==================== design 1
## config.mk

```make
export PLATFORM = sky130hd
export DESIGN_NAME = ipsl_pcie_dma_rx_mwr_wr_ctrl
export DESIGN_NICKNAME = d
export VERILOG_FILES = /design/src/rtl/ipsl_pcie_dma_rx_mwr_wr_ctrl.sv
export SDC_FILE = /design/constraint.sdc
export NUM_CORES = 1
export LEC_CHECK = 0
export CORE_MARGIN = 1
export CORE_UTILIZATION = 45
export DETAILED_ROUTE_END_ITERATION = 7
export HOLD_SLACK_MARGIN = 0.12
export PLACE_DENSITY = 0.9
export SYNTH_ARGS = -nofsm -noshare
export SYNTH_HDL_FRONTEND = slang
export SYNTH_SLANG_ARGS = --single-unit
```

## constraint.sdc

```tcl
create_clock -name clk -period 5.1 [get_ports clk]
set_input_delay 1.275 -clock clk [delete_from_list [all_inputs] [get_ports clk]]
set_output_delay 1.275 -clock clk [all_outputs]
set_load 0.05 [all_outputs]
```

## src/rtl/ipsl_pcie_dma_rx_mwr_wr_ctrl.sv

```systemverilog
// Writes memory-write TLP payload beats into the BAR RAM with per-byte enables.
// Optional running DW counter (o_wr_dw_cnt) enabled by `define PCIE_DMA_MWR_DW_CNT_EN.
module ipsl_pcie_dma_rx_mwr_wr_ctrl #(
  parameter int unsigned ADDR_WIDTH = 9
) (
  input  logic                  clk,
  input  logic                  rst_n,
  input  logic                  i_wr_start,
  input  logic [9:0]            i_wr_length,
  input  logic [63:0]           i_wr_addr,
  input  logic [3:0]            i_first_be,
  input  logic [3:0]            i_last_be,
  input  logic                  i_wr_data_vld,
  input  logic [127:0]          i_wr_data,
  input  logic                  i_wr_data_last,
  input  logic                  i_rx_restart,
  output logic                  o_wr_busy,
  output logic                  o_wr_done,
  output logic                  o_len_err,
  output logic                  o_bar_wr_en,
  output logic [ADDR_WIDTH-1:0] o_bar_wr_addr,
  output logic [127:0]          o_bar_wr_data,
  output logic [15:0]           o_bar_wr_byte_en
`ifdef PCIE_DMA_MWR_DW_CNT_EN
  ,
  output logic [31:0]           o_wr_dw_cnt
`endif
);

  typedef enum logic [1:0] {S_IDLE, S_WR, S_DONE, S_DROP} state_t;

  state_t                  state_q;
  logic [10:0]             len_q;
  logic [1:0]              off_q;
  logic [ADDR_WIDTH-1:0]   waddr_q;
  logic [3:0]              fbe_q, lbe_q;
  logic [8:0]              exp_q, cnt_q;
  logic                    wr_en_q, done_q, err_q;
  logic [ADDR_WIDTH-1:0]   wr_addr_q;
  logic [127:0]            wr_data_q;
  logic [15:0]             be_q;

  logic [10:0]             start_len_d;
  logic [8:0]              start_exp_d;
  logic [15:0]             be_d;
  logic [11:0]             pos, rel;
  logic [3:0]              lane_be;

  logic unused_addr_bits;
  assign unused_addr_bits = ^{i_wr_addr[63:ADDR_WIDTH+4], i_wr_addr[1:0]};

  always_comb begin
    start_len_d = (i_wr_length == 10'd0) ? 11'd1024 : {1'b0, i_wr_length};
    start_exp_d = 9'((12'(start_len_d) + 12'(i_wr_addr[3:2]) + 12'd3) >> 2);
  end

  // Lane position relative to the first payload DW: p = 4*beat + lane - off.
  always_comb begin
    be_d    = '0;
    pos     = '0;
    rel     = '0;
    lane_be = '0;
    for (int unsigned n = 0; n < 4; n++) begin
      pos = {1'b0, cnt_q, 2'b00} + 12'(n);
      rel = pos - {10'b0, off_q};
      if (pos >= {10'b0, off_q} && rel < {1'b0, len_q}) begin
        if (rel == 12'd0)                     lane_be = fbe_q;
        else if (rel == {1'b0, len_q} - 12'd1) lane_be = lbe_q;
        else                                  lane_be = 4'hF;
        be_d[4*n +: 4] = lane_be;
      end
    end
  end

`ifdef PCIE_DMA_MWR_DW_CNT_EN
  logic [2:0]  lanes_d;
  logic [31:0] dw_cnt_q;
  always_comb begin
    lanes_d = '0;
    for (int unsigned n = 0; n < 4; n++)
      if (|be_d[4*n +: 4]) lanes_d = lanes_d + 3'd1;
  end
  assign o_wr_dw_cnt = dw_cnt_q;
`endif

  always_ff @(posedge clk or negedge rst_n) begin
    if (!rst_n) begin
      state_q   <= S_IDLE;
      len_q     <= '0;
      off_q     <= '0;
      waddr_q   <= '0;
      fbe_q     <= '0;
      lbe_q     <= '0;
      exp_q     <= '0;
      cnt_q     <= '0;
      wr_en_q   <= 1'b0;
      done_q    <= 1'b0;
      err_q     <= 1'b0;
      wr_addr_q <= '0;
      wr_data_q <= '0;
      be_q      <= '0;
`ifdef PCIE_DMA_MWR_DW_CNT_EN
      dw_cnt_q  <= '0;
`endif
    end else begin
      wr_en_q <= 1'b0;
      done_q  <= 1'b0;
      err_q   <= 1'b0;
      if (i_rx_restart) begin
        state_q <= S_IDLE;
      end else begin
        case (state_q)
          S_IDLE: if (i_wr_start) begin
            len_q   <= start_len_d;
            off_q   <= i_wr_addr[3:2];
            waddr_q <= i_wr_addr[ADDR_WIDTH+3:4];
            fbe_q   <= i_first_be;
            lbe_q   <= i_last_be;
            exp_q   <= start_exp_d;
            cnt_q   <= '0;
            state_q <= S_WR;
          end
          S_WR: if (i_wr_data_vld && cnt_q < exp_q) begin
            wr_en_q   <= 1'b1;
            wr_addr_q <= waddr_q;
            wr_data_q <= i_wr_data;
            be_q      <= be_d;
            waddr_q   <= waddr_q + ADDR_WIDTH'(1);
            cnt_q     <= cnt_q + 9'd1;
`ifdef PCIE_DMA_MWR_DW_CNT_EN
            dw_cnt_q  <= dw_cnt_q + 32'(lanes_d);
`endif
            if (cnt_q == exp_q - 9'd1) begin
              if (i_wr_data_last) begin
                state_q <= S_DONE;
              end else begin
                err_q   <= 1'b1;
                state_q <= S_DROP;
              end
            end else if (i_wr_data_last) begin
              err_q   <= 1'b1;
              state_q <= S_DONE;
            end
          end
          S_DROP: if (i_wr_data_vld && i_wr_data_last) state_q <= S_DONE;
          S_DONE: begin
            done_q  <= 1'b1;
            state_q <= S_IDLE;
          end
          default: state_q <= S_IDLE;
        endcase
      end
    end
  end

  assign o_wr_busy        = (state_q != S_IDLE);
  assign o_wr_done        = done_q;
  assign o_len_err        = err_q;
  assign o_bar_wr_en      = wr_en_q;
  assign o_bar_wr_addr    = wr_addr_q;
  assign o_bar_wr_data    = wr_data_q;
  assign o_bar_wr_byte_en = be_q;

endmodule

```

==================== design 2
## src/rtl/reg_file_pkg.sv

```systemverilog
// Shared sizing constants for the register file and the ALU that drives it,
// plus the bypass source encoding used by the read ports.
package reg_file_pkg;
  localparam int DATA_W  = 16;
  localparam int ADDR_W  = 4;
  localparam int NREGS   = 16;
  localparam int R15_IDX = 15;

  typedef enum logic [1:0] {
    SRC_REG,
    SRC_RD,
    SRC_R15
  } byp_src_t;
endpackage

```

## src/rtl/rf_read_port.sv

```systemverilog
// Combinational read mux for one port: selects the stored register value or
// same-cycle write data, so a read never returns a value that is being overwritten.
module rf_read_port #(
  parameter int DATA_W = 16,
  parameter int ADDR_W = 4
) (
  input  logic [ADDR_W-1:0] addr,
  input  logic [DATA_W-1:0] stored,
  input  logic              rd_en,
  input  logic [ADDR_W-1:0] rd_addr,
  input  logic [DATA_W-1:0] rd_data,
  input  logic              r15_en,
  input  logic [DATA_W-1:0] r15_data,
  output logic [DATA_W-1:0] data
);
  import reg_file_pkg::*;

  localparam logic [ADDR_W-1:0] R15_ADDR = ADDR_W'(R15_IDX);

  byp_src_t src;

  // R15 data is checked first so it wins over a general write to R15.
  always_comb begin
    src = SRC_REG;
    if (r15_en && addr == R15_ADDR)
      src = SRC_R15;
    else if (rd_en && addr == rd_addr)
      src = SRC_RD;
  end

  always_comb begin
    data = stored;
    case (src)
      SRC_R15: data = r15_data;
      SRC_RD:  data = rd_data;
      default: data = stored;
    endcase
  end
endmodule

```

## src/rtl/reg_file.sv

```systemverilog
// General-purpose register file with two registered, write-bypassed read ports,
// a dedicated R15 write port, R15 collision detection and a sticky overflow flag.
module reg_file #(
  parameter int          DATA_W = reg_file_pkg::DATA_W,
  parameter int unsigned NREGS  = reg_file_pkg::NREGS,
  parameter int          ADDR_W = reg_file_pkg::ADDR_W
) (
  input  logic              clk,
  input  logic              rst_n,
  input  logic [ADDR_W-1:0] ra_addr,
  input  logic [ADDR_W-1:0] rb_addr,
  input  logic              rd_en,
  input  logic [ADDR_W-1:0] rd_addr,
  input  logic [DATA_W-1:0] rd_data,
  input  logic              r15_en,
  input  logic [DATA_W-1:0] r15_data,
  input  logic              ovf_in,
  input  logic              ovf_clr,
  output logic [DATA_W-1:0] a_out,
  output logic [DATA_W-1:0] b_out,
  output logic              ovf_flag,
  output logic              wr_conflict
);
  import reg_file_pkg::*;

  localparam logic [ADDR_W-1:0] R15_ADDR = ADDR_W'(R15_IDX);

  logic [DATA_W-1:0] regs [NREGS];
  logic [DATA_W-1:0] a_stored, b_stored;
  logic [DATA_W-1:0] a_next, b_next;
  logic              conflict;

  assign a_stored = regs[ra_addr];
  assign b_stored = regs[rb_addr];
  assign conflict = rd_en && r15_en && (rd_addr == R15_ADDR);

  rf_read_port #(.DATA_W(DATA_W), .ADDR_W(ADDR_W)) u_port_a (
    .addr     (ra_addr),
    .stored   (a_stored),
    .rd_en    (rd_en),
    .rd_addr  (rd_addr),
    .rd_data  (rd_data),
    .r15_en   (r15_en),
    .r15_data (r15_data),
    .data     (a_next)
  );

  rf_read_port #(.DATA_W(DATA_W), .ADDR_W(ADDR_W)) u_port_b (
    .addr     (rb_addr),
    .stored   (b_stored),
    .rd_en    (rd_en),
    .rd_addr  (rd_addr),
    .rd_data  (rd_data),
    .r15_en   (r15_en),
    .r15_data (r15_data),
    .data     (b_next)
  );

  always_ff @(posedge clk) begin
    if (!rst_n) begin
      for (int unsigned i = 0; i < NREGS; i++)
        regs[i] <= '0;
      a_out       <= '0;
      b_out       <= '0;
      ovf_flag    <= 1'b0;
      wr_conflict <= 1'b0;
    end else begin
      if (rd_en)
        regs[rd_addr] <= rd_data;
      // Later assignment overrides the general write when both target R15.
      if (r15_en)
        regs[R15_ADDR] <= r15_data;
      a_out       <= a_next;
      b_out       <= b_next;
      wr_conflict <= conflict;
      if (rd_en && ovf_in)
        ovf_flag <= 1'b1;
      else if (ovf_clr)
        ovf_flag <= 1'b0;
    end
  end
endmodule
```

## config.mk

```make
export PLATFORM = sky130hd
export DESIGN_NAME = reg_file
export DESIGN_NICKNAME = d
export VERILOG_FILES = /design/src/rtl/reg_file_pkg.sv /design/src/rtl/rf_read_port.sv /design/src/rtl/reg_file.sv
export SDC_FILE = /design/constraint.sdc
export NUM_CORES = 1
export LEC_CHECK = 0
export CAP_MARGIN = 20
export CELL_PAD_IN_SITES_DETAIL_PLACEMENT = 1
export CELL_PAD_IN_SITES_GLOBAL_PLACEMENT = 1
export CORE_AREA = 2 2 180 182
export DETAILED_ROUTE_END_ITERATION = 6
export DIE_AREA = 0 0 182 184
export HOLD_SLACK_MARGIN = 0.02
export PLACE_DENSITY = 0.82
export SYNTH_ARGS = -nofsm -noshare
export SYNTH_HDL_FRONTEND = slang
export SYNTH_HIERARCHICAL = 1
export SYNTH_SLANG_ARGS = --single-unit
```

## constraint.sdc

```tcl
create_clock -name clk -period 3.8 [get_ports clk]
set_input_delay 0.95 -clock clk [delete_from_list [all_inputs] [get_ports clk]]
set_output_delay 0.95 -clock clk [all_outputs]
set_load 0.01 [all_outputs]
```

Figure 1. Placement view (design 2).
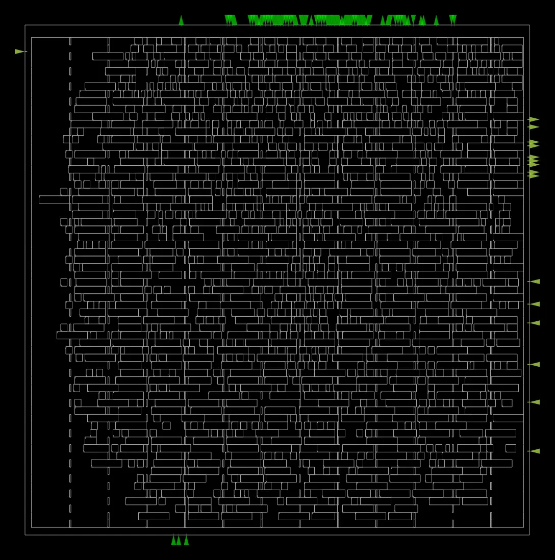
area of the core: 31390 sq um
number of filler cells placed in the layout: 3034
non-filler cells in the finished layout: 1637
flop share of the area: 46.80%
final core occ: 56.96%

==> impl_metrics.csv, design 2 <==
group,metric,value,unit
finish,logic_gates,745,
finish,clockNetworkAreaShare,5.241,%
finish,mostFrequentLayoutCells,"274 x and2_1, 256 x edfxtp_1, 128 x mux4_2",
critical_path,timing.rr.start,"regs[3][4]$_SDFFCE_PN0P_",
global_route,grt_util_met2,52.17,%
global_route,gr-max-usage-layer,"met2",
worst_hold_path,hold_path_startpoint,"ovf_flag$_SDFFE_PN0P_",
sta,timing.final.max_slew_violations,0,
routing,top_layer_used,"met4",
status,outcome,"finished, final reports clean",
sta,timing.final.setup_violations,0,
finish,final_layout_size_suffix_gt1_share,19.92,%
sta,finalCritPeriodShare,84.83,%
clock_tree,htreeDepth,1,
synthesis,synth.yosys.warnings,6,
power,leakage,0.006178,uW
## design 2: synthesized netlist by cell type
cell type	n
and3_1	6
nor3_2	4
nand2_1	52
o21ai_1	4
nand2b_1	7
nor2_1	46
clkbuf_1	76
nand3b_1	1
clkbuf_2	3
buf_4	2
buf_2	21
xnor2_1	6
nand4_1	1
a22oi_1	64
o21ai_0	39
dfxtp_1	34
nand4bb_1	1
a21boi_0	8
nor2b_1	4
buf_6	4
a41oi_1	32
and4_1	1
xnor2_2	2
and2_1	274
a21oi_1	32
nand2_2	2
buf_1	2
edfxtp_1	256
mux4_2	128
nand3_1	4
nand4b_1	18
a21boi_1	9
## design 2: worst min-delay path: stages, from the launching register on
cell and delay (ns):
dfxtp_1 0.32, nand2b_1 0.07, a21boi_0 0.08
## design 2: power by group through the flow
| stage | Clock, uW | Combinational, uW | Sequential, uW |
|---|---|---|---|
| 6_report | 2870 | 1110 | 3780 |
| 5_1_grt | 3030 | 1160 | 3800 |
| 4_1_cts | 2900 | 1100 | 3780 |
| 3_5_place_dp | 0 | 1090 | 3840 |
| 3_3_place_gp | 0 | 1060 | 3820 |
| 2_1_floorplan | 0 | 617 | 3810 |
Figure 2. Sequential cells grouped by signal name (design 1).
Other sequential cells in the stronger gray, the rest of the logic in the fainter gray.
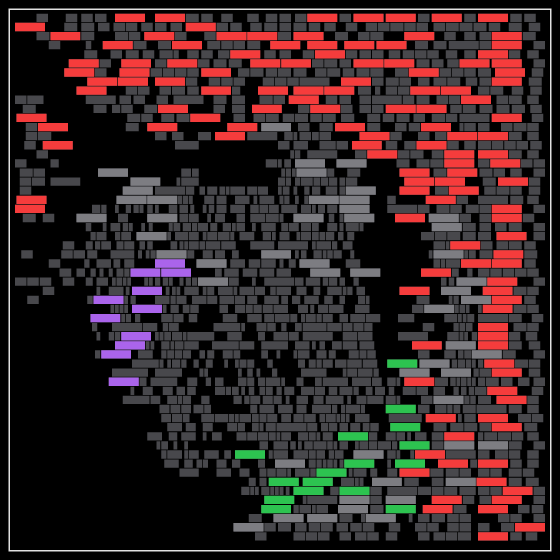
`o_bar_wr_data` -> red  # sequential cells 128, where all over the die
`o_bar_wr_byte_en` -> green  # sequential cells 16
`len_q` -> purple  # sequential cells 11, where middle left
not colored = 51
flop share of the area: 32.79%
final core occ: 62.80%
sequential logic power: 2700 uW

==> impl_metrics.csv, design 1 <==
group,metric,value,unit
status,outcome,"finished, final reports clean",
power,overall_power,9901,uW
synthesis,post_synth_xor_area_fraction,7.969,%
synthesis,cells_taking_the_most_area_after_synthesis,"dfrtp_1 45%, mux2_2 14%, ha_1 7.5%, xnor2_1 4.1%, nand2_1 2.2%",
clock_tree,cts_inserted_buffers,23,
sta,setup_total_negative_slack,0,ns
routing,top_layer_used,"met4",
synthesis,post_synth_inst_count,1018,
critical_path,endpoint_kind,"flip-flop",
clock_tree,clk_path_buf_depth,3,
power,vdd.ir_drop.worst,437.9,uV
synthesis,yosys.area_share.simple,13.08,%
run,warning_count,94,
sta,fin_skew,0.009864,ns
clock_tree,clock-root-buffer,"clkbuf_16",
floorplan,die_area,26080,sq um
critical_path,worst_setup_ep,"o_bar_wr_byte_en[10]$_DFFE_PN0P_",
global_route,grt_pass1_wl,52.58,mm
routing,detailroute.wirelength.met3,2.818,mm
routing,detail_route.wirelength,34.40,mm
global_route,antenna_found_initial,0,
floorplan,fp_util,45.72,%
place,dp_cells,1634,
sta,fin_worst_hold_slack,0.4849,ns
==> design 1: flip-flops by register name, summed over array words and instances (netlist names), 4 cells and up <==
signal,flops
cnt_q,9
exp_q,9
fbe_q,4
lbe_q,4
len_q,11
o_bar_wr_addr,9
o_bar_wr_byte_en,16
o_bar_wr_data,128
waddr_q,9
==> design 1: critical path: stages, from the launching register on <==
cell and delay, ns:
dfrtp_1 0.38, inv_1 0.26, ha_1 0.28, nor3b_1 0.59, nand2_1 0.29, xnor2_1 0.21
ha_1 0.33, a21o_1 0.17, a21oi_1 0.14, nor2_1 0.06, a2111oi_0 0.31, a21oi_1 0.13
or4_1 0.56, o31ai_1 0.31
==> design 1: area by class of cell <==
| type | count | area [sq um] | share of cell area, % |
|---|---|---|---|
| well taps | 330 | 412.9 | 2.626 |
| clock inverters | 9 | 96.34 | 0.6128 |
| inverters | 39 | 146.4 | 0.9311 |
| clock buffers | 31 | 635.6 | 4.043 |
| repair buffers | 329 | 3297 | 20.97 |
| multi-input cells | 730 | 5979 | 38.03 |
| flip-flops and latches | 206 | 5155 | 32.79 |
==> design 1: where the power goes <==
part           internal, uW  total (uW)  switching (uW)
registers              2240        2700             454
logic                  2140        5590            3460
clock network           933        1610             677

==> notes/layouts.md <==
Pictures saved along the way, in no particular order.

Metal 2.
(a)
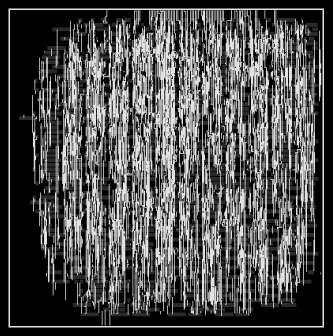
(b)
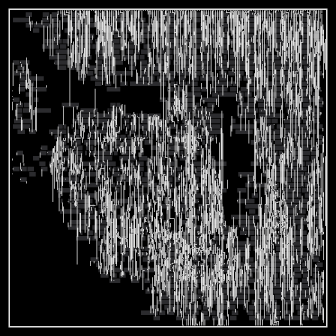
(a) comes from design 2.
(b) comes from design 1.



==> screenshots <==
Met1 routing.
Bar = 50 um.
image #1
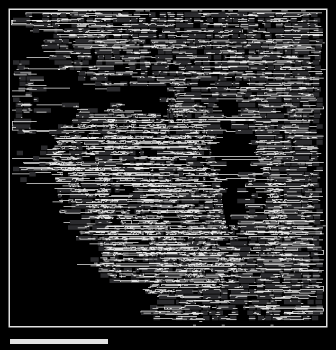
image #2
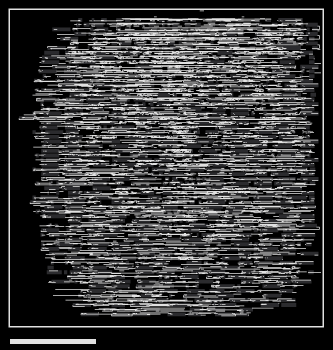
Design 1 is image #1.
Design 2 is image #2.

Key to image #1:
longest straight run = 40.9 um
main direction = horizontal
wire length on this layer = 13100 um
share of all routed wire = 38%
nets with wire on the layer = 1409

Power figures rest on the tool's default switching activity, not on a simulated workload.
